=== design 1 ===
File: src/rtl/sumsq_accum.sv
// Purpose: sums N consecutive squares from the squarer into a saturating frame total with a per-frame clamp flag.
// Latency: out_valid rises on the clock edge after the N-th accepted square.
// Backpressure: in_ready drops while a completed frame waits for out_ready; one bubble cycle follows each handshake.
module sumsq_accum #(
    parameter int SQ_W  = 6,
    parameter int N     = 8,
    parameter int ACC_W = 9
) (
    input  logic              clk,
    input  logic              rst_n,
    input  logic              clear,
    input  logic              in_valid,
    output logic              in_ready,
    input  logic [SQ_W-1:0]   sq_in,
    output logic              out_valid,
    input  logic              out_ready,
    output logic [ACC_W-1:0]  sum_out,
    output logic              sat_out
);

    localparam int CNT_W  = (N > 1) ? $clog2(N) : 1;
    localparam int WIDE_W = ACC_W + 1;

    typedef enum logic {
        ST_ACC  = 1'b0,
        ST_HOLD = 1'b1
    } state_t;

    state_t             r_state;
    state_t             w_state_nx;
    logic [ACC_W-1:0]   r_acc;
    logic [CNT_W-1:0]   r_cnt;
    logic               r_sat_acc;
    logic [ACC_W-1:0]   r_sum_out;
    logic               r_sat_out;
    logic               r_out_valid;

    logic               w_in_ready;
    logic               w_accept;
    logic               w_last;
    logic [WIDE_W-1:0]  w_sum_wide;
    logic               w_clamp;
    logic [ACC_W-1:0]   w_acc_nx;
    logic               w_out_hs;

    // One extra bit catches the carry out of the accumulator; any carry means clamp to all-ones.
    assign w_sum_wide = {1'b0, r_acc} + WIDE_W'(sq_in);
    assign w_clamp    = w_sum_wide[ACC_W];
    assign w_acc_nx   = w_clamp ? {ACC_W{1'b1}} : w_sum_wide[ACC_W-1:0];
    assign w_last     = (r_cnt == CNT_W'(N - 1));
    assign w_accept   = in_valid && w_in_ready;
    assign w_out_hs   = r_out_valid && out_ready;

    // State register: reset lands in ACC so in_ready is high while reset is held.
    always_ff @(posedge clk or negedge rst_n) begin
        if (!rst_n) begin
            r_state <= ST_ACC;
        end else begin
            r_state <= w_state_nx;
        end
    end

    // Next-state: clear aborts everything; last accept parks in HOLD until the frame is taken.
    always_comb begin
        w_state_nx = r_state;
        if (clear) begin
            w_state_nx = ST_ACC;
        end else begin
            case (r_state)
                ST_ACC:  if (w_accept && w_last) w_state_nx = ST_HOLD;
                ST_HOLD: if (w_out_hs)           w_state_nx = ST_ACC;
                default:                         w_state_nx = ST_ACC;
            endcase
        end
    end

    // Output decode: input is only taken while accumulating and not being cleared.
    always_comb begin
        w_in_ready = 1'b0;
        if (r_state == ST_ACC && !clear) begin
            w_in_ready = 1'b1;
        end
    end

    // Datapath: accumulate, close the frame on the N-th accept, retire it on handshake.
    always_ff @(posedge clk or negedge rst_n) begin
        if (!rst_n) begin
            r_acc       <= '0;
            r_cnt       <= '0;
            r_sat_acc   <= 1'b0;
            r_sum_out   <= '0;
            r_sat_out   <= 1'b0;
            r_out_valid <= 1'b0;
        end else if (clear) begin
            // sum_out/sat_out deliberately keep their last values on abort.
            r_acc       <= '0;
            r_cnt       <= '0;
            r_sat_acc   <= 1'b0;
            r_out_valid <= 1'b0;
        end else if (w_accept) begin
            if (w_last) begin
                r_sum_out   <= w_acc_nx;
                r_sat_out   <= r_sat_acc | w_clamp;
                r_out_valid <= 1'b1;
                r_acc       <= '0;
                r_cnt       <= '0;
                r_sat_acc   <= 1'b0;
            end else begin
                r_acc     <= w_acc_nx;
                r_cnt     <= r_cnt + CNT_W'(1);
                r_sat_acc <= r_sat_acc | w_clamp;
            end
        end else if (w_out_hs) begin
            r_out_valid <= 1'b0;
        end
    end

    assign in_ready  = w_in_ready;
    assign out_valid = r_out_valid;
    assign sum_out   = r_sum_out;
    assign sat_out   = r_sat_out;

endmodule
File: config.mk
export PLATFORM = sky130hd
export DESIGN_NAME = sumsq_accum
export DESIGN_NICKNAME = d
export VERILOG_FILES = /design/src/rtl/sumsq_accum.sv
export SDC_FILE = /design/constraint.sdc
export NUM_CORES = 1
export LEC_CHECK = 0
export CORE_MARGIN = 2
export CORE_UTILIZATION = 37
export CTS_BUF_LIST = sky130_fd_sc_hd__clkbuf_8
export DETAILED_ROUTE_END_ITERATION = 12
export PLACE_DENSITY_LB_ADDON = 0.12
export SYNTH_ARGS = -nofsm -noshare
export SYNTH_HDL_FRONTEND = slang
export SYNTH_SLANG_ARGS = --single-unit
File: constraint.sdc
create_clock -name clk -period 2.7 [get_ports clk]
set_input_delay 0.27 -clock clk [delete_from_list [all_inputs] [get_ports clk]]
set_output_delay 0.27 -clock clk [all_outputs]
set_load 0.1 [all_outputs]
==> impl_metrics.tcl <==
# flow metrics
set metrics [dict create \
    worstPathCellList "clkdlybuf4s50_1 -> ha_1 -> inv_1 -> fa_1 -> nor2b_1 -> o31ai_1 -> a211o_1 -> a21o_1 -> a22o_1" \
    vdd_drop_max_mv 0.278 \
    largest_cell_class "logic gates" \
    tns_ps 0 \
    place_ws_ps 196 \
    drtIter0Drc 52 \
    fin_ws_ps 483 \
    yosys_area_mm2 0.00136 \
    period_used_pct 82.1 \
    buffers 24 \
    topCellsByArea "dfrtp_1 (46%), ha_1 (7.4%), a21oi_1 (6.3%)" \
    cts_tree "built" \
    ys_types 34 \
    p_per_area_mw_per_mm2 486 \
    grt_setup_unrepaired "false" \
    finalSetupViolations 0 \
    cp-end-kind "flip-flop" \
    yosys.stat.seqShare_pct 46.1 \
    run_status "finished clean" \
    critPathBufInv 2 \
    hold_path_class "input pin to async pin" \
]
Fig. 1: design 1, metal 3
(8 px per µm)
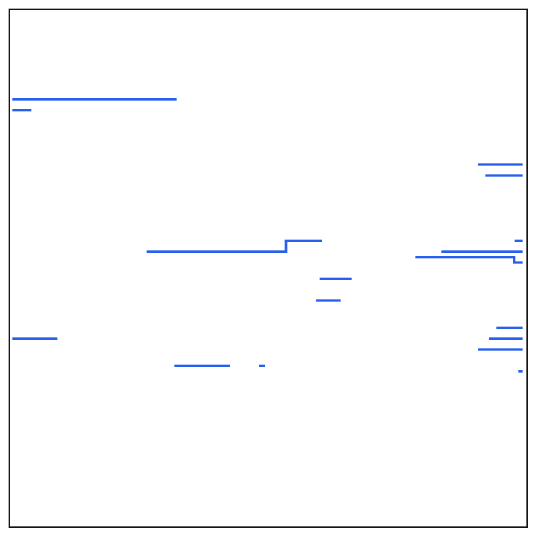
nets with wire on the layer = 15
main direction = horizontal


=== design 2 ===
$ cat src/rtl/maxpool_2x2_engine_pkg.sv
// Purpose: shared sizing, bus widths and FSM encoding for the 2x2 stride-2 max-pool engine.
// Latency: n/a (declarations only).
// Backpressure: n/a.
package maxpool_2x2_engine_pkg;

    localparam int DATA_W   = 8;
    localparam int IN_H     = 6;
    localparam int IN_W     = 6;
    localparam int CH       = 3;
    localparam int POOL_K   = 2;
    localparam int OUT_H    = IN_H / POOL_K;
    localparam int OUT_W    = IN_W / POOL_K;
    localparam int IN_BITS  = IN_H * IN_W * CH * DATA_W;
    localparam int OUT_BITS = OUT_H * OUT_W * CH * DATA_W;
    localparam int N_WIN    = OUT_H * OUT_W * CH;
    localparam int CNT_W    = $clog2(N_WIN);

    typedef enum logic [1:0] {
        ST_IDLE = 2'd0,
        ST_CALC = 2'd1,
        ST_DONE = 2'd2
    } state_t;

    // Bit offset of input element (c,r,x) inside the flat input map.
    function automatic int in_off(input int c, input int r, input int x);
        return ((c * IN_H + r) * IN_W + x) * DATA_W;
    endfunction

endpackage

$ cat src/rtl/maxpool_2x2_engine_if.sv
// Purpose: map-in / pooled-map-out bus between the conv stage and the pooling engine.
// Latency: n/a (wiring only).
// Backpressure: level valids; producer holds in_vld until out_vld is seen.
interface maxpool_2x2_engine_if;
    import maxpool_2x2_engine_pkg::*;

    logic                in_vld;
    logic [IN_BITS-1:0]  conv_lin;
    logic [OUT_BITS-1:0] pool_lin;
    logic                out_vld;

    modport master (output in_vld, output conv_lin, input pool_lin, input out_vld);
    modport slave  (input in_vld, input conv_lin, output pool_lin, output out_vld);

endinterface

$ cat src/rtl/maxpool_2x2_engine_max4_s8.sv
// Purpose: signed maximum of four elements as two pair compares feeding a final compare.
// Latency: combinational.
// Backpressure: none.
module max4_s8
    import maxpool_2x2_engine_pkg::*;
(
    input  logic signed [DATA_W-1:0] a,
    input  logic signed [DATA_W-1:0] b,
    input  logic signed [DATA_W-1:0] c,
    input  logic signed [DATA_W-1:0] d,
    output logic signed [DATA_W-1:0] y
);

    logic signed [DATA_W-1:0] max_ab;
    logic signed [DATA_W-1:0] max_cd;

    assign max_ab = (a > b) ? a : b;
    assign max_cd = (c > d) ? c : d;
    assign y      = (max_ab > max_cd) ? max_ab : max_cd;

endmodule

$ cat src/rtl/maxpool_2x2_engine.sv
// Purpose: 2x2 stride-2 max-pool of a captured CHxIN_HxIN_W map, one window per clock.
// Latency: out_vld rises N_WIN edges after the capture edge; falls one edge after in_vld drops.
// Backpressure: none; in_vld ignored while computing, result held until in_vld is released.
module maxpool_2x2_engine
    import maxpool_2x2_engine_pkg::*;
(
    input  logic                 clk,
    input  logic                 rst_n,
    maxpool_2x2_engine_if.slave  bus
);

    state_t                   state_q, state_d;
    logic [CNT_W-1:0]         cnt_q, cnt_d;
    logic [IN_BITS-1:0]       cap_q;
    logic [OUT_BITS-1:0]      pool_q;
    logic                     out_vld_q, out_vld_d;
    logic                     cap_en, win_wr;
    int                       win_c, win_r, win_x;
    logic signed [DATA_W-1:0] e00, e01, e10, e11, win_max;

    // Window index k = c*OUT_H*OUT_W + r*OUT_W + x, which is also its output slot.
    always_comb begin
        win_c = int'(cnt_q) / (OUT_H * OUT_W);
        win_r = (int'(cnt_q) % (OUT_H * OUT_W)) / OUT_W;
        win_x = int'(cnt_q) % OUT_W;
        e00   = cap_q[in_off(win_c, 2 * win_r,     2 * win_x)     +: DATA_W];
        e01   = cap_q[in_off(win_c, 2 * win_r,     2 * win_x + 1) +: DATA_W];
        e10   = cap_q[in_off(win_c, 2 * win_r + 1, 2 * win_x)     +: DATA_W];
        e11   = cap_q[in_off(win_c, 2 * win_r + 1, 2 * win_x + 1) +: DATA_W];
    end

    max4_s8 u_max4 (
        .a (e00),
        .b (e01),
        .c (e10),
        .d (e11),
        .y (win_max)
    );

    always_comb begin
        state_d   = state_q;
        cnt_d     = cnt_q;
        out_vld_d = out_vld_q;
        cap_en    = 1'b0;
        win_wr    = 1'b0;
        case (state_q)
            ST_IDLE: begin
                if (bus.in_vld) begin
                    cap_en  = 1'b1;
                    cnt_d   = '0;
                    state_d = ST_CALC;
                end
            end
            ST_CALC: begin
                win_wr = 1'b1;
                if (cnt_q == CNT_W'(N_WIN - 1)) begin
                    cnt_d     = '0;
                    out_vld_d = 1'b1;
                    state_d   = ST_DONE;
                end else begin
                    cnt_d = cnt_q + 1'b1;
                end
            end
            ST_DONE: begin
                if (!bus.in_vld) begin
                    out_vld_d = 1'b0;
                    state_d   = ST_IDLE;
                end
            end
            default: begin
                out_vld_d = 1'b0;
                state_d   = ST_IDLE;
            end
        endcase
    end

    always_ff @(posedge clk or negedge rst_n) begin
        if (!rst_n) begin
            state_q   <= ST_IDLE;
            cnt_q     <= '0;
            out_vld_q <= 1'b0;
            cap_q     <= '0;
            pool_q    <= '0;
        end else begin
            state_q   <= state_d;
            cnt_q     <= cnt_d;
            out_vld_q <= out_vld_d;
            if (cap_en) begin
                cap_q <= bus.conv_lin;
            end
            if (win_wr) begin
                pool_q[int'(cnt_q) * DATA_W +: DATA_W] <= win_max;
            end
        end
    end

    assign bus.pool_lin = pool_q;
    assign bus.out_vld  = out_vld_q;

endmodule

$ cat src/flat_wrapper.sv
// flat-port wrapper written by rule: the top's interface ports become plain ports
module maxpool_2x2_engine_flat import maxpool_2x2_engine_pkg::*;
  (clk, rst_n, bus_in_vld, bus_conv_lin, bus_pool_lin, bus_out_vld);
  maxpool_2x2_engine_if bus_i ();
  input  logic clk;
  input  logic rst_n;
  input wire logic [$bits(bus_i.in_vld)-1:0] bus_in_vld;
  input wire logic [$bits(bus_i.conv_lin)-1:0] bus_conv_lin;
  output wire logic [$bits(bus_i.pool_lin)-1:0] bus_pool_lin;
  output wire logic [$bits(bus_i.out_vld)-1:0] bus_out_vld;
  assign bus_i.in_vld = bus_in_vld;
  assign bus_i.conv_lin = bus_conv_lin;
  assign bus_pool_lin = bus_i.pool_lin;
  assign bus_out_vld = bus_i.out_vld;
  maxpool_2x2_engine u_core (.clk(clk), .rst_n(rst_n), .bus(bus_i));
endmodule
$ cat config.mk
export PLATFORM = sky130hd
export DESIGN_NAME = maxpool_2x2_engine_flat
export DESIGN_NICKNAME = d
export VERILOG_FILES = /design/src/rtl/maxpool_2x2_engine_pkg.sv /design/src/rtl/maxpool_2x2_engine_if.sv /design/src/rtl/maxpool_2x2_engine_max4_s8.sv /design/src/rtl/maxpool_2x2_engine.sv /design/src/flat_wrapper.sv
export SDC_FILE = /design/constraint.sdc
export NUM_CORES = 2
export LEC_CHECK = 0
export CAP_MARGIN = 20
export CORE_AREA = 2 2 423 425
export DETAILED_ROUTE_END_ITERATION = 10
export DIE_AREA = 0 0 425 427
export SLEW_MARGIN = 20
export SYNTH_ARGS = -nofsm -noshare
export SYNTH_HDL_FRONTEND = slang
export SYNTH_HIERARCHICAL = 1
export SYNTH_SLANG_ARGS = --single-unit
$ cat constraint.sdc
create_clock -name clk -period 18.5 [get_ports clk]
set_input_delay 2.775 -clock clk [delete_from_list [all_inputs] [get_ports clk]]
set_output_delay 2.775 -clock clk [all_outputs]
set_load 0.05 [all_outputs]
Fig. 2: design 2, placed cells, one colour a class
(1 px per µm) Fill, decap, tap and diode cells in grey.
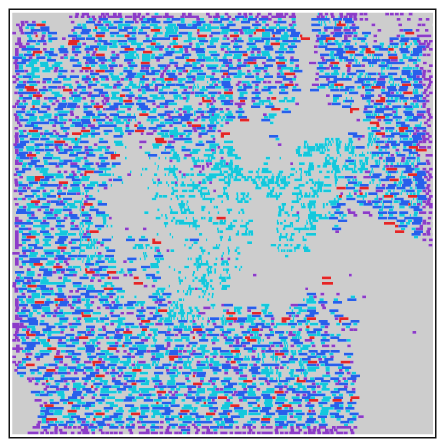
blue -> registers  # cells 1088
red -> clock drivers and dummy loads  # cells 228
purple -> remaining buffers and delay cells  # cells 1160
cyan -> remaining logic cells  # cells 3063
Seq area share: 35.3%
Core Box Area: 0.177 mm²
Finished Cell Area: 0.0771 mm²
row count: 155

Fig. 3: design 2, routing congestion map
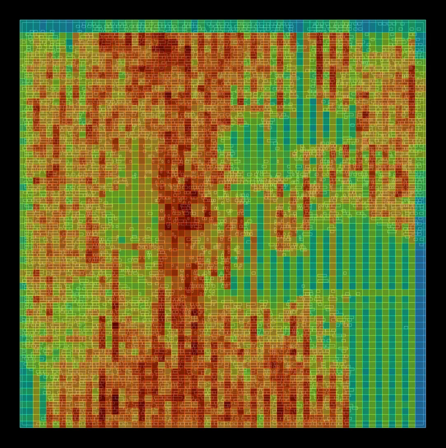
post-layout util: 43.5%
DR WL/cell: 32.5 µm
met1 Use GR: 33.7%

==> impl_metrics.tcl <==
# flow metrics
set metrics [dict create \
    run_status "finished clean" \
    timing.rr.end "u_core/bus.pool_lin[50]$_DFFE_PN0P_" \
    fin_ws_ps 1020 \
    dr_wl_met3_um 19500 \
    ys_sh_adder_pct 1.67 \
    hold_path_class "flip-flop to flip-flop" \
    yosys.stat.seqShare_pct 46.0 \
    cts_tree "built" \
    die_w_um 425 \
    critPathRequiredTime_ps 19180 \
    drtIter0Drc 4117 \
    syn_inst 4461 \
    clock-skew-final_ps 33.2 \
    place_ws_ps 212 \
    seq_area_mm2 0.0272 \
    pin_count 1084 \
    critical_path_arrival_ps 18150 \
    synth-async-reset-ratio_pct 100 \
    r2r_start "u_core/cnt_q[0]$_DFFE_PN0P_" \
    antenna_found_initial 145 \
    critPathCapture "u_core/bus.pool_lin[50]$_DFFE_PN0P_" \
    drt_first_pass_iters 6 \
    buffer_area_share_pct 15.0 \
    nets 6387 \
    grt-ovfl-total 0 \
    drtAntennaViolNets 0 \
    min_from "u_core/bus.pool_lin[56]$_DFFE_PN0P_" \
    viasPerCell 5.67 \
    clkbuf_count 193 \
    dp.cells 7662 \
    grt_use_met3_pct 7.21 \
]

=== design 3 ===
===== src/rtl/pll_seq_pkg.sv =====
// Shared types and helpers for the PLL lock sequencer.
// State encoding is fixed because state_o exposes it for debug.
package pll_seq_pkg;

  typedef enum logic [2:0] {
    ST_RESET_PLL = 3'd0,
    ST_WAIT_LOCK = 3'd1,
    ST_STABLE    = 3'd2,
    ST_RUN       = 3'd3,
    ST_FAULT     = 3'd4
  } pll_state_e;

  localparam int unsigned RST_CYCLES_DEF    = 16;
  localparam int unsigned LOCK_TIMEOUT_DEF  = 50000;
  localparam int unsigned STABLE_CYCLES_DEF = 1024;
  localparam int unsigned MAX_RETRIES_DEF   = 3;
  localparam int unsigned LOSS_CNT_W_DEF    = 8;

  // Shared cycle counter width: enough to hold the largest terminal count.
  function automatic int unsigned cnt_width(input int unsigned a, input int unsigned b,
                                            input int unsigned c);
    int unsigned m;
    m = a;
    if (b > m) m = b;
    if (c > m) m = c;
    return (m < 2) ? 1 : $clog2(m);
  endfunction

  // Retry counter width; never narrower than one bit.
  function automatic int unsigned retry_width(input int unsigned max_retries);
    return (max_retries < 1) ? 1 : $clog2(max_retries + 1);
  endfunction

endpackage


===== src/rtl/pll_lock_sequencer_if.sv =====
// PLL-side and downstream-side signals of the lock sequencer.
// master: the sequencer. slave: PLL wrapper / downstream / environment.
// loss_cnt is present only when PLL_SEQ_LOSS_CNT_EN is defined.
// Handshake: relock_req is a single-cycle pulse in the refclk domain; it has
// no ready/acknowledge, the sequencer always accepts it on the edge it is seen.
interface pll_lock_sequencer_if #(
  parameter int unsigned RETRY_W    = 2,
  parameter int unsigned LOSS_CNT_W = 8
);
  logic               pll_locked;
  logic               relock_req;
  logic               pll_rst;
  logic               sys_rst_n;
  logic               ready;
  logic               fault;
  logic [2:0]         state_o;
  logic [RETRY_W-1:0] retry_cnt;
`ifdef PLL_SEQ_LOSS_CNT_EN
  logic [LOSS_CNT_W-1:0] loss_cnt;

  modport master (
    input  pll_locked, relock_req,
    output pll_rst, sys_rst_n, ready, fault, state_o, retry_cnt, loss_cnt
  );
  modport slave (
    output pll_locked, relock_req,
    input  pll_rst, sys_rst_n, ready, fault, state_o, retry_cnt, loss_cnt
  );
`else
  modport master (
    input  pll_locked, relock_req,
    output pll_rst, sys_rst_n, ready, fault, state_o, retry_cnt
  );
  modport slave (
    output pll_locked, relock_req,
    input  pll_rst, sys_rst_n, ready, fault, state_o, retry_cnt
  );
`endif
endinterface


===== src/rtl/pll_lock_sequencer_bit_sync.sv =====
// Two-flop synchronizer for a single asynchronous level; resets to 0.
module bit_sync (
  input  logic clk,
  input  logic rst_n,
  input  logic d,
  output logic q
);
  logic meta_q;
  logic sync_q;

  // Two-stage capture of the asynchronous input.
  always_ff @(posedge clk or negedge rst_n) begin
    if (!rst_n) begin
      meta_q <= 1'b0;
      sync_q <= 1'b0;
    end else begin
      meta_q <= d;
      sync_q <= meta_q;
    end
  end

  assign q = sync_q;
endmodule


===== src/rtl/pll_lock_sequencer.sv =====
// PLL lock sequencer: holds the PLL in reset, qualifies lock, releases the
// downstream reset, retries on timeout, latches a fault, re-sequences on lock loss.
// Optional lock-loss counter: define PLL_SEQ_LOSS_CNT_EN.
module pll_lock_sequencer
  import pll_seq_pkg::*;
#(
  parameter int unsigned RST_CYCLES    = RST_CYCLES_DEF,
  parameter int unsigned LOCK_TIMEOUT  = LOCK_TIMEOUT_DEF,
  parameter int unsigned STABLE_CYCLES = STABLE_CYCLES_DEF,
  parameter int unsigned MAX_RETRIES   = MAX_RETRIES_DEF,
  parameter int unsigned LOSS_CNT_W    = LOSS_CNT_W_DEF
) (
  input  logic                 refclk,
  input  logic                 rst_n,
  pll_lock_sequencer_if.master bus
);

  localparam int unsigned CNT_W   = cnt_width(RST_CYCLES, LOCK_TIMEOUT, STABLE_CYCLES);
  localparam int unsigned RETRY_W = retry_width(MAX_RETRIES);

  localparam logic [CNT_W-1:0]   RST_LAST    = CNT_W'(RST_CYCLES - 1);
  localparam logic [CNT_W-1:0]   TO_LAST     = CNT_W'(LOCK_TIMEOUT - 1);
  localparam logic [CNT_W-1:0]   STABLE_LAST = CNT_W'(STABLE_CYCLES - 1);
  localparam logic [RETRY_W-1:0] RETRY_MAX   = RETRY_W'(MAX_RETRIES);

  logic lk;

  pll_state_e       state_q, state_d;
  logic [CNT_W-1:0]   cnt_q, cnt_d;
  logic [RETRY_W-1:0] retry_q, retry_d;
  logic pll_rst_q, pll_rst_d;
  logic sys_rst_n_q, sys_rst_n_d;
  logic ready_q, ready_d;
  logic fault_q, fault_d;

  bit_sync u_lock_sync (
    .clk   (refclk),
    .rst_n (rst_n),
    .d     (bus.pll_locked),
    .q     (lk)
  );

  // State, counters and registered Moore outputs.
  always_ff @(posedge refclk or negedge rst_n) begin
    if (!rst_n) begin
      state_q     <= ST_RESET_PLL;
      cnt_q       <= '0;
      retry_q     <= '0;
      pll_rst_q   <= 1'b1;
      sys_rst_n_q <= 1'b0;
      ready_q     <= 1'b0;
      fault_q     <= 1'b0;
    end else begin
      state_q     <= state_d;
      cnt_q       <= cnt_d;
      retry_q     <= retry_d;
      pll_rst_q   <= pll_rst_d;
      sys_rst_n_q <= sys_rst_n_d;
      ready_q     <= ready_d;
      fault_q     <= fault_d;
    end
  end

  // Next state and counters; relock_req overrides every other transition.
  // Outputs decode the next state so they move on the same edge as state_q.
  always_comb begin
    state_d = state_q;
    cnt_d   = cnt_q;
    retry_d = retry_q;

    case (state_q)
      ST_RESET_PLL: begin
        if (cnt_q == RST_LAST) begin
          state_d = ST_WAIT_LOCK;
          cnt_d   = '0;
        end else begin
          cnt_d = cnt_q + 1'b1;
        end
      end
      ST_WAIT_LOCK: begin
        if (lk) begin
          state_d = ST_STABLE;
          cnt_d   = '0;
        end else if (cnt_q == TO_LAST) begin
          cnt_d = '0;
          if (retry_q < RETRY_MAX) begin
            retry_d = retry_q + 1'b1;
            state_d = ST_RESET_PLL;
          end else begin
            state_d = ST_FAULT;
          end
        end else begin
          cnt_d = cnt_q + 1'b1;
        end
      end
      ST_STABLE: begin
        // A single low cycle restarts lock qualification without a retry.
        if (!lk) begin
          state_d = ST_WAIT_LOCK;
          cnt_d   = '0;
        end else if (cnt_q == STABLE_LAST) begin
          state_d = ST_RUN;
          cnt_d   = '0;
          retry_d = '0;
        end else begin
          cnt_d = cnt_q + 1'b1;
        end
      end
      ST_RUN: begin
        if (!lk) begin
          state_d = ST_RESET_PLL;
          cnt_d   = '0;
        end
      end
      ST_FAULT: begin
        state_d = ST_FAULT;
      end
      default: begin
        state_d = ST_RESET_PLL;
        cnt_d   = '0;
        retry_d = '0;
      end
    endcase

    if (bus.relock_req) begin
      state_d = ST_RESET_PLL;
      cnt_d   = '0;
      retry_d = '0;
    end

    pll_rst_d   = (state_d == ST_RESET_PLL) || (state_d == ST_FAULT);
    sys_rst_n_d = (state_d == ST_RUN);
    ready_d     = (state_d == ST_RUN);
    fault_d     = (state_d == ST_FAULT);
  end

`ifdef PLL_SEQ_LOSS_CNT_EN
  logic [LOSS_CNT_W-1:0] loss_q, loss_d;

  // Count RUN exits caused by lock loss, independent of a coincident relock_req.
  always_comb begin
    loss_d = loss_q;
    if ((state_q == ST_RUN) && !lk && (loss_q != {LOSS_CNT_W{1'b1}})) begin
      loss_d = loss_q + 1'b1;
    end
  end

  // Lock-loss counter register; only rst_n clears it.
  always_ff @(posedge refclk or negedge rst_n) begin
    if (!rst_n) begin
      loss_q <= '0;
    end else begin
      loss_q <= loss_d;
    end
  end

  assign bus.loss_cnt = loss_q;
`endif

  assign bus.pll_rst   = pll_rst_q;
  assign bus.sys_rst_n = sys_rst_n_q;
  assign bus.ready     = ready_q;
  assign bus.fault     = fault_q;
  assign bus.state_o   = state_q;
  assign bus.retry_cnt = retry_q;

endmodule

===== src/flat_wrapper.sv =====
// flat-port wrapper written by rule: the top's interface ports become plain ports
module pll_lock_sequencer_flat import pll_seq_pkg::*;
#(
  parameter int unsigned RST_CYCLES    = RST_CYCLES_DEF,
  parameter int unsigned LOCK_TIMEOUT  = LOCK_TIMEOUT_DEF,
  parameter int unsigned STABLE_CYCLES = STABLE_CYCLES_DEF,
  parameter int unsigned MAX_RETRIES   = MAX_RETRIES_DEF,
  parameter int unsigned LOSS_CNT_W    = LOSS_CNT_W_DEF
)
  (refclk, rst_n, bus_pll_locked, bus_relock_req, bus_pll_rst, bus_sys_rst_n, bus_ready, bus_fault, bus_state_o, bus_retry_cnt);
  pll_lock_sequencer_if #(.LOSS_CNT_W(LOSS_CNT_W)) bus_i ();
  input  logic refclk;
  input  logic rst_n;
  input wire logic [$bits(bus_i.pll_locked)-1:0] bus_pll_locked;
  input wire logic [$bits(bus_i.relock_req)-1:0] bus_relock_req;
  output wire logic [$bits(bus_i.pll_rst)-1:0] bus_pll_rst;
  output wire logic [$bits(bus_i.sys_rst_n)-1:0] bus_sys_rst_n;
  output wire logic [$bits(bus_i.ready)-1:0] bus_ready;
  output wire logic [$bits(bus_i.fault)-1:0] bus_fault;
  output wire logic [$bits(bus_i.state_o)-1:0] bus_state_o;
  output wire logic [$bits(bus_i.retry_cnt)-1:0] bus_retry_cnt;
  assign bus_i.pll_locked = bus_pll_locked;
  assign bus_i.relock_req = bus_relock_req;
  assign bus_pll_rst = bus_i.pll_rst;
  assign bus_sys_rst_n = bus_i.sys_rst_n;
  assign bus_ready = bus_i.ready;
  assign bus_fault = bus_i.fault;
  assign bus_state_o = bus_i.state_o;
  assign bus_retry_cnt = bus_i.retry_cnt;
  pll_lock_sequencer #(.RST_CYCLES(RST_CYCLES), .LOCK_TIMEOUT(LOCK_TIMEOUT), .STABLE_CYCLES(STABLE_CYCLES), .MAX_RETRIES(MAX_RETRIES), .LOSS_CNT_W(LOSS_CNT_W)) u_core (.refclk(refclk), .rst_n(rst_n), .bus(bus_i));
endmodule

===== config.mk =====
export PLATFORM = sky130hd
export DESIGN_NAME = pll_lock_sequencer_flat
export DESIGN_NICKNAME = d
export VERILOG_FILES = /design/src/rtl/pll_seq_pkg.sv /design/src/rtl/pll_lock_sequencer_if.sv /design/src/rtl/pll_lock_sequencer_bit_sync.sv /design/src/rtl/pll_lock_sequencer.sv /design/src/flat_wrapper.sv
export SDC_FILE = /design/constraint.sdc
export NUM_CORES = 1
export LEC_CHECK = 0
export CORE_MARGIN = 2
export CORE_UTILIZATION = 35
export CTS_CLUSTER_DIAMETER = 40
export DETAILED_ROUTE_END_ITERATION = 10
export PLACE_DENSITY = 0.57
export SYNTH_ARGS = -nofsm -noshare
export SYNTH_HDL_FRONTEND = slang
export SYNTH_SLANG_ARGS = --single-unit

===== constraint.sdc =====
create_clock -name refclk -period 4.2 [get_ports refclk]
set_clock_uncertainty 0.1 [all_clocks]
set_input_delay 0.63 -clock refclk [delete_from_list [all_inputs] [get_ports refclk]]
set_output_delay 0.63 -clock refclk [all_outputs]
set_load 0.01 [all_outputs]

==> impl_metrics.tcl <==
# flow metrics
set metrics [dict create \
    tap_cells 52 \
    common_cells "dfrtp_1 (25), nand2_1 (24), nand3_1 (13)" \
    met2_length_um 1670 \
    pwr-share-clk_pct 43.1 \
    aoi_share_pct 18.6 \
    run_status "finished clean" \
    hold_path_class "flip-flop to flip-flop" \
    gr-usage-met1_pct 20.2 \
    place_hpwl_um 2550 \
    clockRootBuffer "clkbuf_8" \
    internal_power_uw 388 \
    grt_use_met2_pct 25.8 \
    netSwitchingPower_uw 101 \
    clock.fmax_ghz 0.344 \
    core-area_mm2 0.00432 \
    ff2ff_setup_slack_ps 1300 \
    critPathTopFamily "simple AND/OR/NAND/NOR gates" \
    p_leak_uw 0.000668 \
    num-nonclk-inverters 2 \
    cts_setup_buffers 0 \
    critPathCapture "u_core.cnt_q[3]$_DFFE_PN0P_" \
    crit_cells 6 \
    syn_nets 179 \
    drv_slew 0 \
    min_from "u_core.u_lock_sync.meta_q$_DFF_PN0_" \
    synthMuxAreaShare_pct 1.61 \
    met1_length_um 1630 \
    synth-async-reset-ratio_pct 100 \
    synth.top_cell.area_share_pct 40.3 \
    die_h_um 70.6 \
    critPathBufInv 0 \
    tool_warnings 26 \
    yosys_area_mm2 0.00155 \
    post-route-drc-count 0 \
    nets 190 \
]
Fig. 4: design 3, routing congestion map
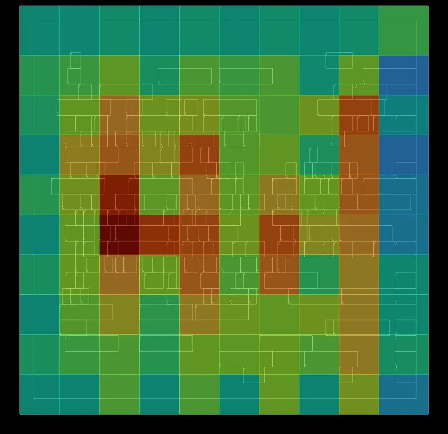
met3 GRT Util: 3.42%
Total GRT Usage: 15.2%
DR WL/cell: 14.9 µm

Fig. 5: design 3, sizing map
(6 px per µm)
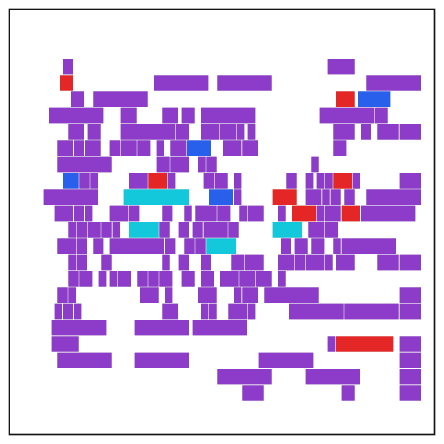
cyan -> x6 and larger  # cells 4, share 2.2%, most used clkbuf_8
blue -> x3 and x4  # cells 4, share 2.2%, most used or4_4
red -> x2  # cells 8, share 4.4%
purple -> x1 and smaller  # cells 167, share 91%, most used dfrtp_1

Fig. 6: design 3, placed cells, one colour a class
(6 px per µm) Fill, decap, tap and diode cells in grey.
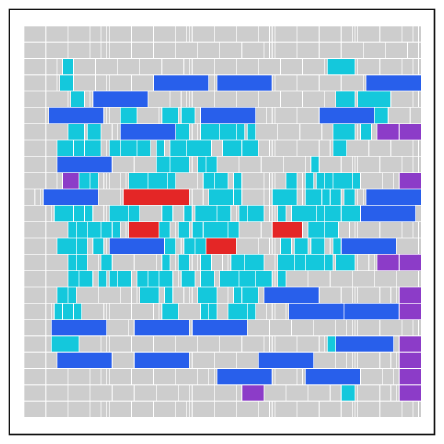
cyan -> remaining logic cells  # cells 140
blue -> registers  # cells 26
purple -> remaining buffers and delay cells  # cells 13
red -> clock drivers and dummy loads  # cells 4


Power is estimated from default activity; no workload was simulated.
